=== design 1 ===
===== config.mk =====
export PLATFORM = sky130hd
export DESIGN_NAME = feed_countdown_bcd_flat
export DESIGN_NICKNAME = d
export VERILOG_FILES = /design/src/rtl/feed_countdown_bcd_if.sv /design/src/rtl/feed_countdown_bcd.sv /design/src/flat_wrapper.sv
export SDC_FILE = /design/constraint.sdc
export NUM_CORES = 1
export LEC_CHECK = 0
export CAP_MARGIN = 15
export CORE_UTILIZATION = 60
export DETAILED_ROUTE_END_ITERATION = 12
export GPL_TIMING_DRIVEN = 0
export PLACE_DENSITY_LB_ADDON = 0.1
export SLEW_MARGIN = 10
export SYNTH_ARGS = -nofsm -noshare
export SYNTH_HDL_FRONTEND = slang
export SYNTH_SLANG_ARGS = --single-unit

===== constraint.sdc =====
create_clock -name clk -period 3.94 [get_ports clk]
set_input_delay 0.788 -clock clk [delete_from_list [all_inputs] [get_ports clk]]
set_output_delay 0.788 -clock clk [all_outputs]
set_load 0.01 [all_outputs]

===== src/rtl/feed_countdown_bcd_if.sv =====
// Bus bundle for the feed countdown timer: load/run controls in,
// display scan, status and pulse outputs back out.
interface feed_countdown_bcd_if;
  logic       load;
  logic [7:0] preset_min;
  logic [7:0] preset_sec;
  logic       start;
  logic       pause;
  logic       auto_reload;
  logic [3:0] bcd_digit;
  logic [3:0] an;
  logic       running;
  logic       done;
  logic       load_err;

  modport master (
    output load, preset_min, preset_sec, start, pause, auto_reload,
    input  bcd_digit, an, running, done, load_err
  );

  modport slave (
    input  load, preset_min, preset_sec, start, pause, auto_reload,
    output bcd_digit, an, running, done, load_err
  );
endinterface


===== src/rtl/feed_countdown_bcd.sv =====
// Loadable MM:SS BCD countdown timer for the feeding interval. Pulses done
// on expiry (optionally reloading the preset) and scans the live count onto
// a four-digit multiplexed seven-segment display, one nibble at a time.
module feed_countdown_bcd #(
  parameter int CLK_HZ   = 50_000_000,
  parameter int SCAN_DIV = 50_000
) (
  input logic                 clk,
  input logic                 rst,
  feed_countdown_bcd_if.slave bus
);
  localparam int PW = (CLK_HZ > 1) ? $clog2(CLK_HZ) : 1;
  localparam int SW = (SCAN_DIV > 1) ? $clog2(SCAN_DIV) : 1;
  localparam logic [PW-1:0] PRESC_MAX = PW'(CLK_HZ - 1);
  localparam logic [SW-1:0] SCAN_MAX  = SW'(SCAN_DIV - 1);

  typedef enum logic [1:0] {IDLE, RUN, PAUSED, DONE} state_t;

  state_t          state_reg, state_next;
  logic [7:0]      min_reg, min_next;
  logic [7:0]      sec_reg, sec_next;
  logic [7:0]      pmin_reg, pmin_next;
  logic [7:0]      psec_reg, psec_next;
  logic [PW-1:0]   presc_reg, presc_next;
  logic            done_reg, done_next;
  logic            load_err_reg, load_err_next;
  logic            running_reg;

  logic [SW-1:0]   scan_reg, scan_next;
  logic [1:0]      idx_reg, idx_next;
  logic [3:0]      an_reg, an_next;
  logic [3:0]      digit_reg, digit_next;

  logic [7:0]      dec_min, dec_sec;
  logic            load_ok, at_one, count_nz, tick, expire;

  // A preset is accepted only if every nibble is a decimal digit and
  // the seconds tens digit does not exceed 5.
  assign load_ok = (bus.preset_min[7:4] <= 4'd9) && (bus.preset_min[3:0] <= 4'd9) &&
                   (bus.preset_sec[7:4] <= 4'd5) && (bus.preset_sec[3:0] <= 4'd9);
  assign at_one   = (min_reg == 8'h00) && (sec_reg == 8'h01);
  assign count_nz = (min_reg != 8'h00) || (sec_reg != 8'h00);

  // One-second decrement with nibble-wise BCD borrow (units, tens, minutes).
  always_comb begin
    dec_min = min_reg;
    dec_sec = sec_reg;
    if (sec_reg[3:0] != 4'd0) begin
      dec_sec[3:0] = sec_reg[3:0] - 4'd1;
    end else begin
      dec_sec[3:0] = 4'd9;
      if (sec_reg[7:4] != 4'd0) begin
        dec_sec[7:4] = sec_reg[7:4] - 4'd1;
      end else begin
        dec_sec[7:4] = 4'd5;
        if (min_reg[3:0] != 4'd0) begin
          dec_min[3:0] = min_reg[3:0] - 4'd1;
        end else begin
          dec_min[3:0] = 4'd9;
          dec_min[7:4] = min_reg[7:4] - 4'd1;
        end
      end
    end
  end

  // Next-state logic: load first, then prescaler tick / expiry, then start/pause.
  always_comb begin
    state_next    = state_reg;
    min_next      = min_reg;
    sec_next      = sec_reg;
    pmin_next     = pmin_reg;
    psec_next     = psec_reg;
    presc_next    = presc_reg;
    done_next     = 1'b0;
    load_err_next = 1'b0;
    tick          = 1'b0;
    expire        = 1'b0;

    if (bus.load) begin
      // A rejected load consumes the cycle and freezes everything else.
      if (load_ok) begin
        pmin_next  = bus.preset_min;
        psec_next  = bus.preset_sec;
        min_next   = bus.preset_min;
        sec_next   = bus.preset_sec;
        presc_next = '0;
        state_next = IDLE;
      end else begin
        load_err_next = 1'b1;
      end
    end else begin
      if (state_reg == RUN) begin
        if (presc_reg == PRESC_MAX) begin
          tick       = 1'b1;
          presc_next = '0;
        end else begin
          presc_next = presc_reg + PW'(1);
        end
      end

      if (tick) begin
        if (at_one) begin
          expire    = 1'b1;
          done_next = 1'b1;
          if (bus.auto_reload) begin
            min_next = pmin_reg;
            sec_next = psec_reg;
          end else begin
            min_next   = 8'h00;
            sec_next   = 8'h00;
            presc_next = '0;
            state_next = DONE;
          end
        end else begin
          min_next = dec_min;
          sec_next = dec_sec;
        end
      end

      // Expiry overrides a simultaneous pause; start+pause together is a no-op.
      if (!expire && !(bus.start && bus.pause)) begin
        if (bus.start) begin
          case (state_reg)
            IDLE, DONE: if (count_nz) state_next = RUN;
            PAUSED:     state_next = RUN;
            default:    ;
          endcase
        end else if (bus.pause && (state_reg == RUN)) begin
          state_next = PAUSED;
        end
      end
    end
  end

  // Timer control and count registers.
  always_ff @(posedge clk or posedge rst) begin
    if (rst) begin
      state_reg    <= IDLE;
      min_reg      <= 8'h00;
      sec_reg      <= 8'h00;
      pmin_reg     <= 8'h00;
      psec_reg     <= 8'h00;
      presc_reg    <= '0;
      done_reg     <= 1'b0;
      load_err_reg <= 1'b0;
      running_reg  <= 1'b0;
    end else begin
      state_reg    <= state_next;
      min_reg      <= min_next;
      sec_reg      <= sec_next;
      pmin_reg     <= pmin_next;
      psec_reg     <= psec_next;
      presc_reg    <= presc_next;
      done_reg     <= done_next;
      load_err_reg <= load_err_next;
      running_reg  <= (state_next == RUN);
    end
  end

  // Free-running scan divider; the digit index advances at each wrap.
  always_comb begin
    scan_next = scan_reg + SW'(1);
    idx_next  = idx_reg;
    if (scan_reg == SCAN_MAX) begin
      scan_next = '0;
      idx_next  = idx_reg + 2'd1;
    end
  end

  // Active-low anode for each slot: low only for the selected digit.
  for (genvar gi = 0; gi < 4; gi++) begin : g_an
    assign an_next[gi] = (idx_next != 2'(gi));
  end

  // Digit mux uses the upcoming count so the display tracks the live value;
  // a zero minutes-tens digit is blanked.
  always_comb begin
    digit_next = 4'h0;
    case (idx_next)
      2'd0:    digit_next = sec_next[3:0];
      2'd1:    digit_next = sec_next[7:4];
      2'd2:    digit_next = min_next[3:0];
      default: digit_next = (min_next[7:4] == 4'd0) ? 4'hF : min_next[7:4];
    endcase
  end

  // Display scan registers.
  always_ff @(posedge clk or posedge rst) begin
    if (rst) begin
      scan_reg  <= '0;
      idx_reg   <= 2'd0;
      an_reg    <= 4'b1110;
      digit_reg <= 4'h0;
    end else begin
      scan_reg  <= scan_next;
      idx_reg   <= idx_next;
      an_reg    <= an_next;
      digit_reg <= digit_next;
    end
  end

  assign bus.an        = an_reg;
  assign bus.bcd_digit = digit_reg;
  assign bus.running   = running_reg;
  assign bus.done      = done_reg;
  assign bus.load_err  = load_err_reg;
endmodule


===== src/flat_wrapper.sv =====
// flat-port wrapper written by rule: the top's interface ports become plain ports
module feed_countdown_bcd_flat 
#(
  parameter int CLK_HZ   = 50_000_000,
  parameter int SCAN_DIV = 50_000
)
  (clk, rst, bus_load, bus_preset_min, bus_preset_sec, bus_start, bus_pause, bus_auto_reload, bus_bcd_digit, bus_an, bus_running, bus_done, bus_load_err);
  feed_countdown_bcd_if bus_i ();
  input logic clk;
  input logic rst;
  input wire logic [$bits(bus_i.load)-1:0] bus_load;
  input wire logic [$bits(bus_i.preset_min)-1:0] bus_preset_min;
  input wire logic [$bits(bus_i.preset_sec)-1:0] bus_preset_sec;
  input wire logic [$bits(bus_i.start)-1:0] bus_start;
  input wire logic [$bits(bus_i.pause)-1:0] bus_pause;
  input wire logic [$bits(bus_i.auto_reload)-1:0] bus_auto_reload;
  output wire logic [$bits(bus_i.bcd_digit)-1:0] bus_bcd_digit;
  output wire logic [$bits(bus_i.an)-1:0] bus_an;
  output wire logic [$bits(bus_i.running)-1:0] bus_running;
  output wire logic [$bits(bus_i.done)-1:0] bus_done;
  output wire logic [$bits(bus_i.load_err)-1:0] bus_load_err;
  assign bus_i.load = bus_load;
  assign bus_i.preset_min = bus_preset_min;
  assign bus_i.preset_sec = bus_preset_sec;
  assign bus_i.start = bus_start;
  assign bus_i.pause = bus_pause;
  assign bus_i.auto_reload = bus_auto_reload;
  assign bus_bcd_digit = bus_i.bcd_digit;
  assign bus_an = bus_i.an;
  assign bus_running = bus_i.running;
  assign bus_done = bus_i.done;
  assign bus_load_err = bus_i.load_err;
  feed_countdown_bcd #(.CLK_HZ(CLK_HZ), .SCAN_DIV(SCAN_DIV)) u_core (.clk(clk), .rst(rst), .bus(bus_i));
endmodule

=== design 2 ===
`src/rtl/mvu_inst_seq.sv`:
```
// rtl/mvu_inst_seq.sv - MVU macro-instruction to per-chunk micro-instruction sequencer
`ifndef VRFAW
`define VRFAW 9
`endif
`ifndef MRFAW
`define MRFAW 9
`endif
`ifndef VRFIDW
`define VRFIDW 3
`endif
`ifndef NTAGW
`define NTAGW 5
`endif
`ifndef QDEPTH
`define QDEPTH 4
`endif

module mvu_inst_seq #(
    parameter int VRFAW  = `VRFAW,
    parameter int MRFAW  = `MRFAW,
    parameter int VRFIDW = `VRFIDW,
    parameter int NTAGW  = `NTAGW,
    parameter int QDEPTH = `QDEPTH,
    parameter int CNTW   = 8
) (
    input  logic              clk,
    input  logic              rst,
    input  logic              i_minst_valid,
    output logic              o_minst_ready,
    input  logic [VRFAW-1:0]  i_vrf_base,
    input  logic [VRFIDW-1:0] i_vrf_id,
    input  logic              i_reg_sel,
    input  logic [MRFAW-1:0]  i_mrf_base,
    input  logic [NTAGW-1:0]  i_tag,
    input  logic [CNTW-1:0]   i_nchunk,
    input  logic [4:0]        i_acc_size,
    input  logic              i_vrf_en,
    output logic              o_uinst_valid,
    input  logic              i_uinst_ready,
    output logic [VRFAW-1:0]  o_vrf_rd_addr,
    output logic [VRFIDW-1:0] o_vrf_rd_id,
    output logic              o_reg_sel,
    output logic [MRFAW-1:0]  o_mrf_rd_addr,
    output logic [NTAGW-1:0]  o_tag,
    output logic [1:0]        o_acc_op,
    output logic [4:0]        o_acc_size,
    output logic              o_vrf_en,
    input  logic              i_tag_update_en,
    input  logic              i_wb_done,
    output logic              o_busy
);
    localparam int CRW = $clog2(QDEPTH) + 1;

    typedef enum logic [1:0] {IDLE, HOLD, ISSUE} state_t;

    state_t            state, state_nxt;
    logic [VRFAW-1:0]  vrf_base_r;
    logic [VRFIDW-1:0] vrf_id_r;
    logic              reg_sel_r;
    logic [MRFAW-1:0]  mrf_base_r;
    logic [NTAGW-1:0]  tag_r;
    logic [CNTW-1:0]   n_r;
    logic [4:0]        acc_size_r;
    logic              vrf_en_r;
    logic [CNTW-1:0]   k_r;
    logic [NTAGW-1:0]  cur_tag;
    logic [CRW-1:0]    credit;

    logic tag_all_ones, tag_ok, last, is_wb, issue_ok;
    logic minst_hs, uinst_hs, credit_inc;

    assign tag_all_ones = &tag_r;
    assign tag_ok       = tag_all_ones || (cur_tag >= tag_r);
    assign last         = (k_r == n_r - CNTW'(1));

    always_comb begin
        o_acc_op = 2'd1;
        if (n_r == CNTW'(1))
            o_acc_op = 2'd3;
        else if (k_r == '0)
            o_acc_op = 2'd0;
        else if (last)
            o_acc_op = 2'd2;
    end

    // Writebacks need a free output FIFO slot unless untagged (all-ones tag)
    assign is_wb         = o_acc_op[1];
    assign issue_ok      = !is_wb || (credit < CRW'(QDEPTH)) || tag_all_ones;
    assign o_uinst_valid = (state == ISSUE) && issue_ok;
    assign o_minst_ready = (state == IDLE);
    assign o_busy        = (state != IDLE);
    assign minst_hs      = i_minst_valid && o_minst_ready;
    assign uinst_hs      = o_uinst_valid && i_uinst_ready;
    assign credit_inc    = uinst_hs && is_wb && !tag_all_ones;

    always_comb begin
        state_nxt = state;
        case (state)
            IDLE:    if (i_minst_valid) state_nxt = HOLD;
            HOLD:    if (tag_ok) state_nxt = ISSUE;
            ISSUE:   if (uinst_hs && last) state_nxt = IDLE;
            default: state_nxt = IDLE;
        endcase
    end

    always_ff @(posedge clk) begin
        if (rst) begin
            state   <= IDLE;
            k_r     <= '0;
            credit  <= '0;
            cur_tag <= '0;
        end else begin
            state <= state_nxt;
            if (minst_hs)
                k_r <= '0;
            else if (uinst_hs)
                k_r <= k_r + CNTW'(1);
            if (i_tag_update_en)
                cur_tag <= cur_tag + NTAGW'(1);
            if (credit_inc && !i_wb_done)
                credit <= credit + CRW'(1);
            else if (!credit_inc && i_wb_done && credit != '0)
                credit <= credit - CRW'(1);
        end
    end

    always_ff @(posedge clk) begin
        if (minst_hs) begin
            vrf_base_r <= i_vrf_base;
            vrf_id_r   <= i_vrf_id;
            reg_sel_r  <= i_reg_sel;
            mrf_base_r <= i_mrf_base;
            tag_r      <= i_tag;
            n_r        <= (i_nchunk == '0) ? CNTW'(1) : i_nchunk;
            acc_size_r <= i_acc_size;
            vrf_en_r   <= i_vrf_en;
        end
    end

    assign o_vrf_rd_addr = vrf_base_r + VRFAW'(k_r);
    assign o_mrf_rd_addr = mrf_base_r + MRFAW'(k_r);
    assign o_vrf_rd_id   = vrf_id_r;
    assign o_reg_sel     = reg_sel_r;
    assign o_tag         = tag_r;
    assign o_acc_size    = acc_size_r;
    assign o_vrf_en      = vrf_en_r;

endmodule

```
`config.mk`:
```
export PLATFORM = sky130hd
export DESIGN_NAME = mvu_inst_seq
export DESIGN_NICKNAME = d
export VERILOG_FILES = /design/src/rtl/mvu_inst_seq.sv
export SDC_FILE = /design/constraint.sdc
export NUM_CORES = 1
export LEC_CHECK = 0
export ABC_CLOCK_PERIOD_IN_PS = 9300
export CORE_MARGIN = 2
export CORE_UTILIZATION = 53
export DETAILED_ROUTE_END_ITERATION = 7
export GPL_ROUTABILITY_DRIVEN = 1
export PLACE_DENSITY = 0.9
export SLEW_MARGIN = 20
export SYNTH_ARGS = -nofsm -noshare
export SYNTH_HDL_FRONTEND = slang
export SYNTH_SLANG_ARGS = --single-unit
```
`constraint.sdc`:
```
create_clock -name clk -period 9.3 [get_ports clk]
set_input_delay 1.86 -clock clk [delete_from_list [all_inputs] [get_ports clk]]
set_output_delay 1.86 -clock clk [all_outputs]
set_load 0.02 [all_outputs]
```
Design 1, wiring heat map:
Bar = 20 um. The die is cut into 19 by 19 equal tiles; dark blue is low, red is high, scaled to the fullest tile. Values are wire area over tile area, all layers added.
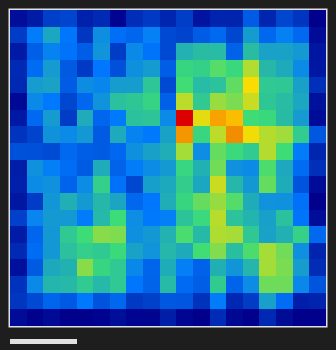
emptiest ninth of the die: upper left
mean over tiles: 0.25
fullest tile: 0.82
overall routing resource usage: 32.15%
routed wire length: 13630 um

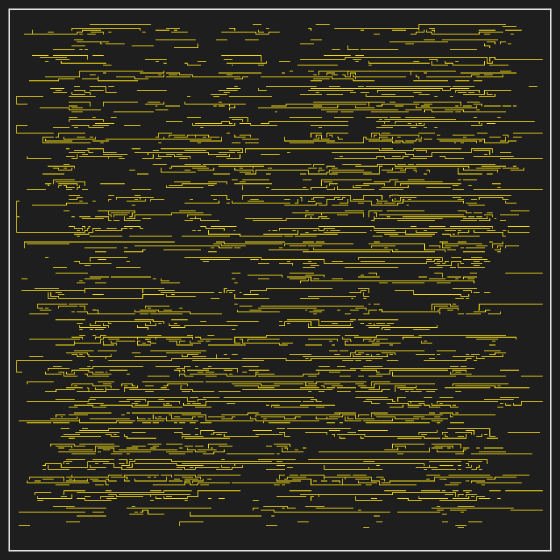
Design 1: the metal 1 layer
longest straight run: 42.3 um
share of all routed wire: 44%
met1 track demand over resource in global routing: 42.37%
vias after detailed routing: 4752

==> results.txt, design 1 <==
Quick summary of the implementation run below.

The post-synthesis async set-or-reset flop share is 100.0%. The worst path required time is ~4.2 ns. The netlist area before placement is slightly above 5000 um^2. The maximum buffer depth of the clock tree came out at 2. Row generation in the floorplan step produced 33 rows.

Per STA, the worst path is made up of clkdlybuf4s50_1 -> o21ai_0 -> nand4_1 -> nor2_1 -> buf_1 -> nor2_1 -> a221oi_1 -> a211oi_1 -> a311oi_1 -> a221oi_1. The summed area of non-filler cells in the final layout came out at about 5800 um^2. The growth of design area from synthesis to finish came out at 12.77%. In the finished design, the share of the clock period the worst path needs comes to roughly nine tenths. The worst setup path is captured at a flip-flop. In the hold report, the worst path ends at u_core.scan_reg[0]. The fmax is between 200 and 300 MHz. The run finished with clean final reports. The count of warnings emitted by yosys is 0. The capture point of the critical path was reported as u_core.bus.bcd_digit[0]. Measured along the y axis, the die boundary spans about 94 um.

The number of flip-flops under the largest register name is 26. The utilization of the core after routing came out at between 70% and 80%. The largest vdd supply drop came out at around 280 uV. The top cell types in the final layout, fill and taps aside, are sky130_fd_sc_hd__nand2_1, sky130_fd_sc_hd__dfrtp_1, sky130_fd_sc_hd__nor2_1. The post-route worst hold slack is 0.4666 ns. The leakage power figure came out at roughly 2.4 nW. In the final layout, non-clock buffers account for between 8 and 9% of the cell area. The tap cell count came out at about 110.

Of the combinational cells, the family taking the most area is simple AND/OR/NAND/NOR gates. The switching power share of the total is around 34%. The summed negative setup slack over all endpoints came out at 0 ns. The number of max-capacitance violations reported came out at 0.

The number of register bits inferred by synthesis is ~89. Among all flip-flop cells after synthesis, the most frequent one is sky130_fd_sc_hd__dfrtp_1. The number of clock-tree buffers in the layout came out at 9.

The skew report gives the latency at the later pin of the worst-skew pair as between 0.3 and 0.4 ns. Cells with a size suffix above 1 make up about 7.3% of the layout. The post-route minimum period came out at about 3.6 ns.
## design 1: per-layer routing
layer | track usage, % | vias to the layer above | share of wire (%)
met5 | 0 | - | 0
met4 | 16.16 | 0 | 3.6
met1 | 42.37 | 2284 | 44
met3 | 3.623 | 46 | 5.9
li1 | - | 2211 | -
met2 | 52.60 | 211 | 47
## design 1: worst max-delay path: cells and delay by family
kind	cells	cell delay [ns]
and+or+nand+nor	3	0.67
buffers and inverters	2	0.97
AOI/OAI and AO/OA	5	1.37
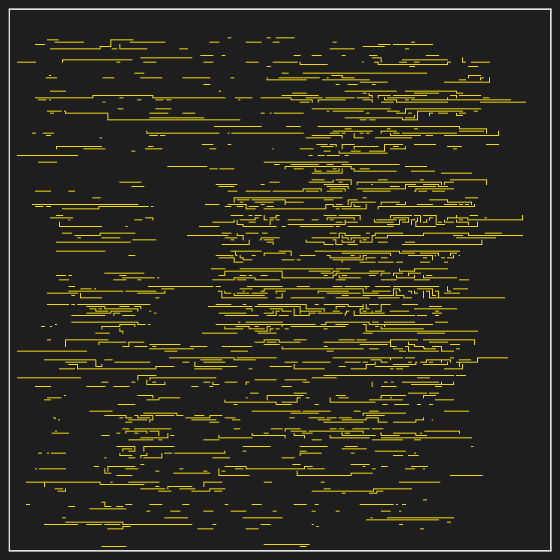
Design 2: the metal 1 layer
main direction: horizontal
longest straight run: 21.6 um
share of all routed wire: 39%
wire length on this layer: 2930 um
nets with wire on the layer: 417
routed wire length: 7540 um
vias after detailed routing: 2682

==> results.txt, design 2 <==
Quick summary of the implementation run below.

The chip width came out at about 83 um. The startpoint of the tightest hold check path is state[0]. The critical path in this run is classified as flip-flop to output port. The total number of clock tree sinks came out at ~60. Broken down by cell family, the worst path's largest delay share belongs to simple AND/OR/NAND/NOR gates.

The clock buffer count from CTS came out at 9. The layout summary lists the proportion of cells stronger than drive strength 1 as 6.905%. The registers reported with the highest flop counts are mrf_base_r (9), vrf_base_r (9). The worst-skew pair later-pin latency is 0.34 ns. The netlist area before placement is 3276 um^2. Summing all multi-input logic gate instances after layout gives about 1500 um^2.

The post-synthesis chip area from yosys came out at around 3300 um^2. The total power consumption of the routed design came out at 0.0007376 W. Multi-input combinational cells in the finished layout were counted as slightly above 200. The first-pass GRT wire length came out at between 10000 and 15000 um. The detailed placer's ending HPWL came out at 5437 um. The most frequently used library cell after synthesis is sky130_fd_sc_hd__edfxtp_1. The cell total after placement is approximately 450. The worst slack after detailed placement came out at about 4.5 ns. The worst hold path was traced through 2 stages. The clock tree synthesis step divided the H-tree into 3 levels.

In this run, the synthesized area fraction spent on and/or/nand/nor cells is recorded as about 13%. The fraction of standard cell area in multi-input logic is 34.54%. The post-route minimum period came out at ~5.3 ns. The number of max-capacitance violations reported came out at 0.

The fraction of area in clock buffers and inverters is about 5.4%. The power drawn by the combinational cells is roughly 0.00014 W. The power report attributes to the clock group a share of 38.4%. The leakage component of the power was reported as approximately 1.8 nW. The post-detailed-route via-to-cell ratio came out at roughly 5.8. The design internal power is around 0.00055 W.

Setup repair after global routing left no endpoint under its margin. The mean routed wirelength per cell is approximately 16 um. The first-pass iteration count of the detailed router is 4. Per the synthesis report, the AND-OR/OR-AND share of the synthesized area is 13.10%. The final tally of max-slew violations is 0. The largest vdd supply drop is around 110 uV. Clock-pin slew was measured on the worst setup and hold paths at about 0.070 ns. The fmax is roughly 190 MHz. The run finished with clean final reports. Per report_power, the combinational group accounts for 18.4% of the total.

The ratio of total power to cell area came out at 166.3 nW/um^2. After Yosys synthesis, XOR and XNOR cells account for slightly below 8% of the synthesized area. The area share of the leading cell type in the synthesized netlist came out at between 30% and 40%.

For reference, the top cells by area after synthesis are sky130_fd_sc_hd__edfxtp_1, sky130_fd_sc_hd__dfxtp_1, sky130_fd_sc_hd__ha_1. The worst clock skew on the final layout came out at 0.005034 ns.
==> design 2: stage by stage <==
stage / cell area, um^2 / hold slack (ns)
floorplan: 3276 / 0.4830
global placement: 4167 / 0.5159
detailed placement: 4167 / 0.5231
CTS: 4407 / 0.5370
global route: 4434 / 0.5878
finish: 4434 / 0.5422
==> design 2: per-layer routing <==
layer / part of all wire (%) / track usage [%] / up-vias / routed length, um
li1: - / - / 1258 / -
met1: 39 / 27.65 / 1262 / 2927
met2: 50 / 39.03 / 128 / 3749
met3: 7.0 / 7.609 / 34 / 531
met4: 4.4 / 14.43 / 0 / 331
met5: 0 / 0 / - / 0

==> screenshots <==
The metal 3 layer.
Bar = 20 um.
shot_01.png
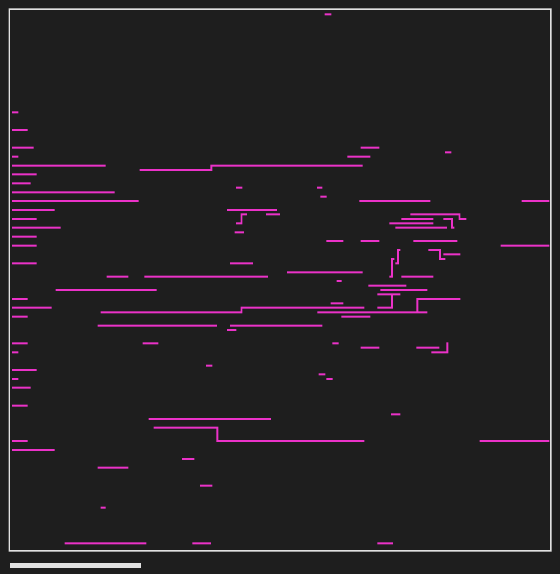
shot_02.png
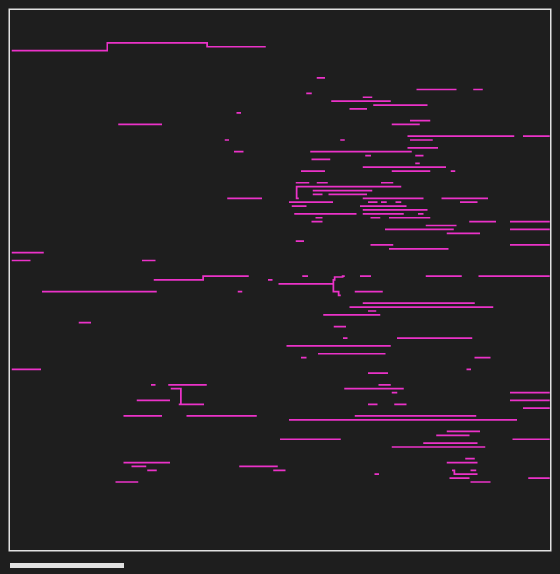
shot_01.png is design 2.
shot_02.png is design 1.
Of these, largest die: shot_02.png


=== design 3 ===
Design 3, clock wiring as the flow saved it:
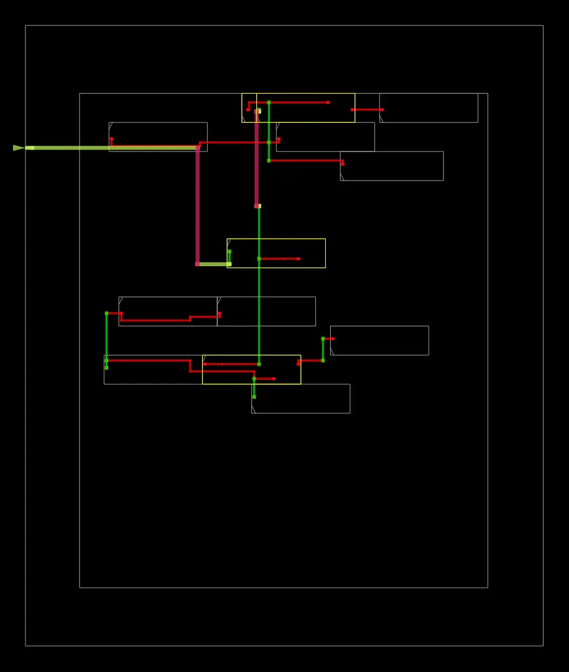
Design 3, the metal 1 layer:
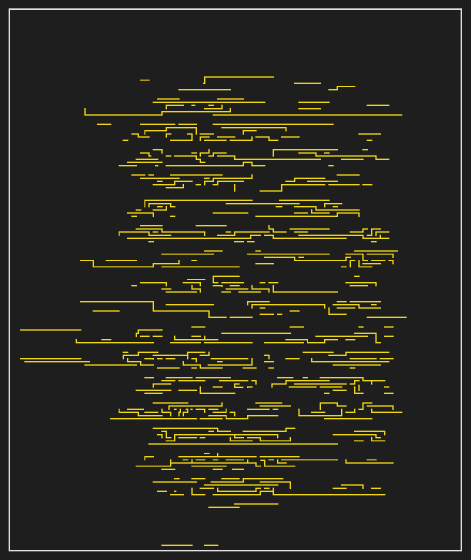
Design 3, placed cells, one color a class:
Fill, decap, tap and diode cells in gray.
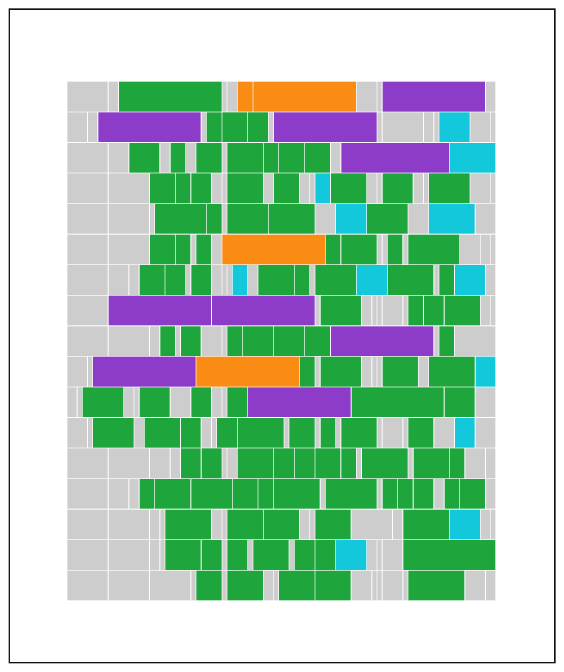
[src/rtl/wrr_arb_pkg.sv]
// Shared types and helpers for the weighted round-robin arbiter.
package wrr_arb_pkg;

  typedef enum logic {
    IDLE  = 1'b0,
    GRANT = 1'b1
  } wrr_state_t;

  // Next index after idx, wrapping from cnt-1 back to 0.
  function automatic logic [31:0] wrap_inc(input logic [31:0] idx, input logic [31:0] cnt);
    return (idx == cnt - 32'd1) ? 32'd0 : idx + 32'd1;
  endfunction

  // A zero weight still earns one grant per turn.
  function automatic logic [31:0] eff_weight(input logic [31:0] w);
    return (w == 32'd0) ? 32'd1 : w;
  endfunction

endpackage

[src/rtl/wrr_pick.sv]
// Rotate-priority encoder: first set request scanning from ptr upward, wrapping.
// Latency: purely combinational; backpressure: none, no state.
module wrr_pick #(
  parameter int REQCNT = 4
) (
  input  logic [REQCNT-1:0]         req,
  input  logic [$clog2(REQCNT)-1:0] ptr,
  output logic [$clog2(REQCNT)-1:0] idx,
  output logic                      any
);

  localparam int IW = $clog2(REQCNT);
  localparam logic [IW:0] NUM = (IW+1)'(REQCNT);

  logic [REQCNT-1:0] rot;
  logic [IW:0]       sum;

  // Duplicating the vector turns the wrap-around scan into a plain shift.
  assign rot = REQCNT'({req, req} >> ptr);

  always_comb begin
    sum = '0;
    any = 1'b0;
    // Scan downward so the lowest rotated position wins.
    for (int k = REQCNT - 1; k >= 0; k--) begin
      if (rot[k]) begin
        sum = {1'b0, ptr} + (IW+1)'(k);
        any = 1'b1;
      end
    end
    if (sum >= NUM) begin
      sum = sum - NUM;
    end
    idx = sum[IW-1:0];
  end

endmodule

[src/rtl/wrr_arb_top.sv]
// Weighted round-robin arbiter: each winner holds the grant for up to its weight in transfers.
// Latency: request to grant one cycle, no bubble between turns; backpressure: gnt_rdy_i low holds the grant.
module wrr_arb_top
  import wrr_arb_pkg::*;
#(
  parameter int REQCNT = 4,
  parameter int WGTW   = 4
) (
  input  logic                         clk_i,
  input  logic                         rst_i,
  input  logic [REQCNT-1:0]            req_i,
  input  logic [REQCNT-1:0][WGTW-1:0]  weight_i,
  input  logic                         gnt_rdy_i,
  output logic [$clog2(REQCNT)-1:0]    req_num_o,
  output logic                         req_num_val_o,
  output logic                         burst_last_o
);

  localparam int IW = $clog2(REQCNT);

  wrr_state_t      state, state_nxt;
  logic [IW-1:0]   ptr, ptr_nxt;
  logic [IW-1:0]   cur, cur_nxt;
  logic [WGTW-1:0] cred, cred_nxt;

  logic [IW-1:0]   ptr_after;
  logic [IW-1:0]   pick_ptr;
  logic [IW-1:0]   pick_idx;
  logic            pick_any;
  logic [WGTW-1:0] cred_load;
  logic            in_grant;
  logic            xfer;
  logic            cur_req;
  logic            cred_one;
  logic            turn_end;

  assign in_grant  = (state == GRANT);
  assign xfer      = in_grant & gnt_rdy_i;
  assign cur_req   = req_i[cur];
  assign cred_one  = (cred == WGTW'(1));
  // Credit exhausted on a transfer, or the owner withdrew (with or without a transfer).
  assign turn_end  = in_grant & ((xfer & cred_one) | ~cur_req);
  assign ptr_after = IW'(wrap_inc(32'(cur), REQCNT));

  // Re-arbitrate against the advanced pointer at turn end so the outgoing owner ranks last.
  assign pick_ptr  = turn_end ? ptr_after : ptr;
  assign cred_load = WGTW'(eff_weight(32'(weight_i[pick_idx])));

  wrr_pick #(
    .REQCNT(REQCNT)
  ) u_pick (
    .req (req_i),
    .ptr (pick_ptr),
    .idx (pick_idx),
    .any (pick_any)
  );

  always_ff @(posedge clk_i or posedge rst_i) begin
    if (rst_i) begin
      state <= IDLE;
      ptr   <= '0;
      cur   <= '0;
      cred  <= '0;
    end else begin
      state <= state_nxt;
      ptr   <= ptr_nxt;
      cur   <= cur_nxt;
      cred  <= cred_nxt;
    end
  end

  always_comb begin
    state_nxt = state;
    ptr_nxt   = ptr;
    cur_nxt   = cur;
    cred_nxt  = cred;
    case (state)
      IDLE: begin
        if (pick_any) begin
          cur_nxt   = pick_idx;
          cred_nxt  = cred_load;
          state_nxt = GRANT;
        end
      end
      GRANT: begin
        if (turn_end) begin
          ptr_nxt = ptr_after;
          if (pick_any) begin
            cur_nxt  = pick_idx;
            cred_nxt = cred_load;
          end else begin
            state_nxt = IDLE;
          end
        end else if (xfer && cred > WGTW'(1)) begin
          cred_nxt = cred - WGTW'(1);
        end
      end
      default: state_nxt = IDLE;
    endcase
  end

  assign req_num_val_o = in_grant;
  assign req_num_o     = cur;
  assign burst_last_o  = in_grant & cred_one;

endmodule

[config.mk]
export PLATFORM = sky130hd
export DESIGN_NAME = wrr_arb_top
export DESIGN_NICKNAME = d
export VERILOG_FILES = /design/src/rtl/wrr_arb_pkg.sv /design/src/rtl/wrr_pick.sv /design/src/rtl/wrr_arb_top.sv
export SDC_FILE = /design/constraint.sdc
export NUM_CORES = 1
export LEC_CHECK = 0
export ABC_AREA = 0
export CORE_ASPECT_RATIO = 1.25
export CORE_MARGIN = 5
export CORE_UTILIZATION = 56
export CTS_BUF_LIST = sky130_fd_sc_hd__clkbuf_16
export DETAILED_ROUTE_END_ITERATION = 12
export DONT_BUFFER_PORTS = 1
export GPL_TIMING_DRIVEN = 0
export PLACE_DENSITY = 0.86
export SLEW_MARGIN = 40
export SYNTH_ARGS = -nofsm -noshare
export SYNTH_HDL_FRONTEND = slang
export SYNTH_SLANG_ARGS = --single-unit
[constraint.sdc]
create_clock -name clk_i -period 3.03 [get_ports clk_i]
set_input_delay 0.4545 -clock clk_i [delete_from_list [all_inputs] [get_ports clk_i]]
set_output_delay 0.4545 -clock clk_i [all_outputs]
set_load 0.02 [all_outputs]
==> results.txt <==
Quick summary of the implementation run below.

The flow ran to the end, and the final reports show no timing, DRC or antenna violations. Per the area breakdown, the dominant cell category is combinational gates. The mean cell area of the mapped netlist is 8.402 um^2. The global-route total usage across every layer came out at between 20 and 25%.

The via count of the first global-routing pass is roughly 1000. The sequential power share came out at roughly a fifth. The multi-input combinational cell area came out at about 780 um^2. The tap cell count is 19.

The number of clock sinks came to 9. Sorting the Yosys area breakdown by cell type puts at the top sky130_fd_sc_hd__dfrtp_1. The fmax came out at 334.5 MHz. The mean routed wirelength per cell came out at approximately 19 um. The path class of the tightest hold or removal check is primary input to async pin. Per report_power, the Combinational row totals around 0.00091 W. Setup repair after global routing could not meet its margin everywhere.

The source of the critical timing path is req_num_o[0]. The detailed placer's ending HPWL is between 2000 and 2500 um. The sequential power came out at approximately 0.00028 W.

The synthesis report gives the async set-or-reset register share as 100.0%. The number of clock-tree buffers in the layout is 3. The leftover overflow at the end of global routing came out at 0. The switching power share of the total came out at 44.03%. The utilization of the core after routing is ~69%. During placement, the flow inserted port buffers numbering 0. The number of hold buffers added after CTS was 0. STA classifies the critical path endpoint as a flip-flop.
## Picture notes: 'clock wiring as the flow saved it' of design 3
clock latency on the worst-skew pair: 0.23 ns
power in the clock group: 0.000230 W

## Picture notes: 'the metal 1 layer' of design 3
longest straight run: 20.2 um
main direction: horizontal
share of all routed wire: 39%
wire length on this layer: 1090 um
nets with wire on the layer: 148
vias after detailed routing: 1081
met1 track demand over resource in global routing: 22.26%
routed wire length: 2828 um

## Picture notes: 'placed cells, one color a class' of design 3
[registers] purple | cells: 9 | share of their area: 19%
[clock drivers and dummy loads] orange | cells: 4 | share of their area: 6.6%
[remaining logic cells] green | cells: 108 | share of their area: 67%
[remaining buffers and delay cells] cyan | cells: 12 | share of their area: 7.1%
post-route cell area: 1215 um^2
Seq/total area: 18.64%
area of the placeable core: 1765 um^2
number of rows in the core area: 17

## routing by layer
metal / part of all wire [%] / track usage, % / vias to the layer above
met2: 53 / 36.94 / 49
met3: 6.3 / 4.884 / 8
met5: 0 / 0 / -
li1: - / - / 515
met1: 39 / 22.26 / 509
met4: 2.0 / 8.696 / 0
## state kept, by name (all words and copies together), names as in the netlist
register and flops:
cred 4, ptr 2, req_num_o 2, req_num_val_o 1
## stage by stage
step                hold WS [ns]  instances
finish                   0.08034        152
global route              0.1187        152
CTS                      0.08938        147
detailed placement        0.3360        142
global placement          0.3285        142
floorplan                 0.2824        123

Power is estimated from default activity; no workload was simulated.
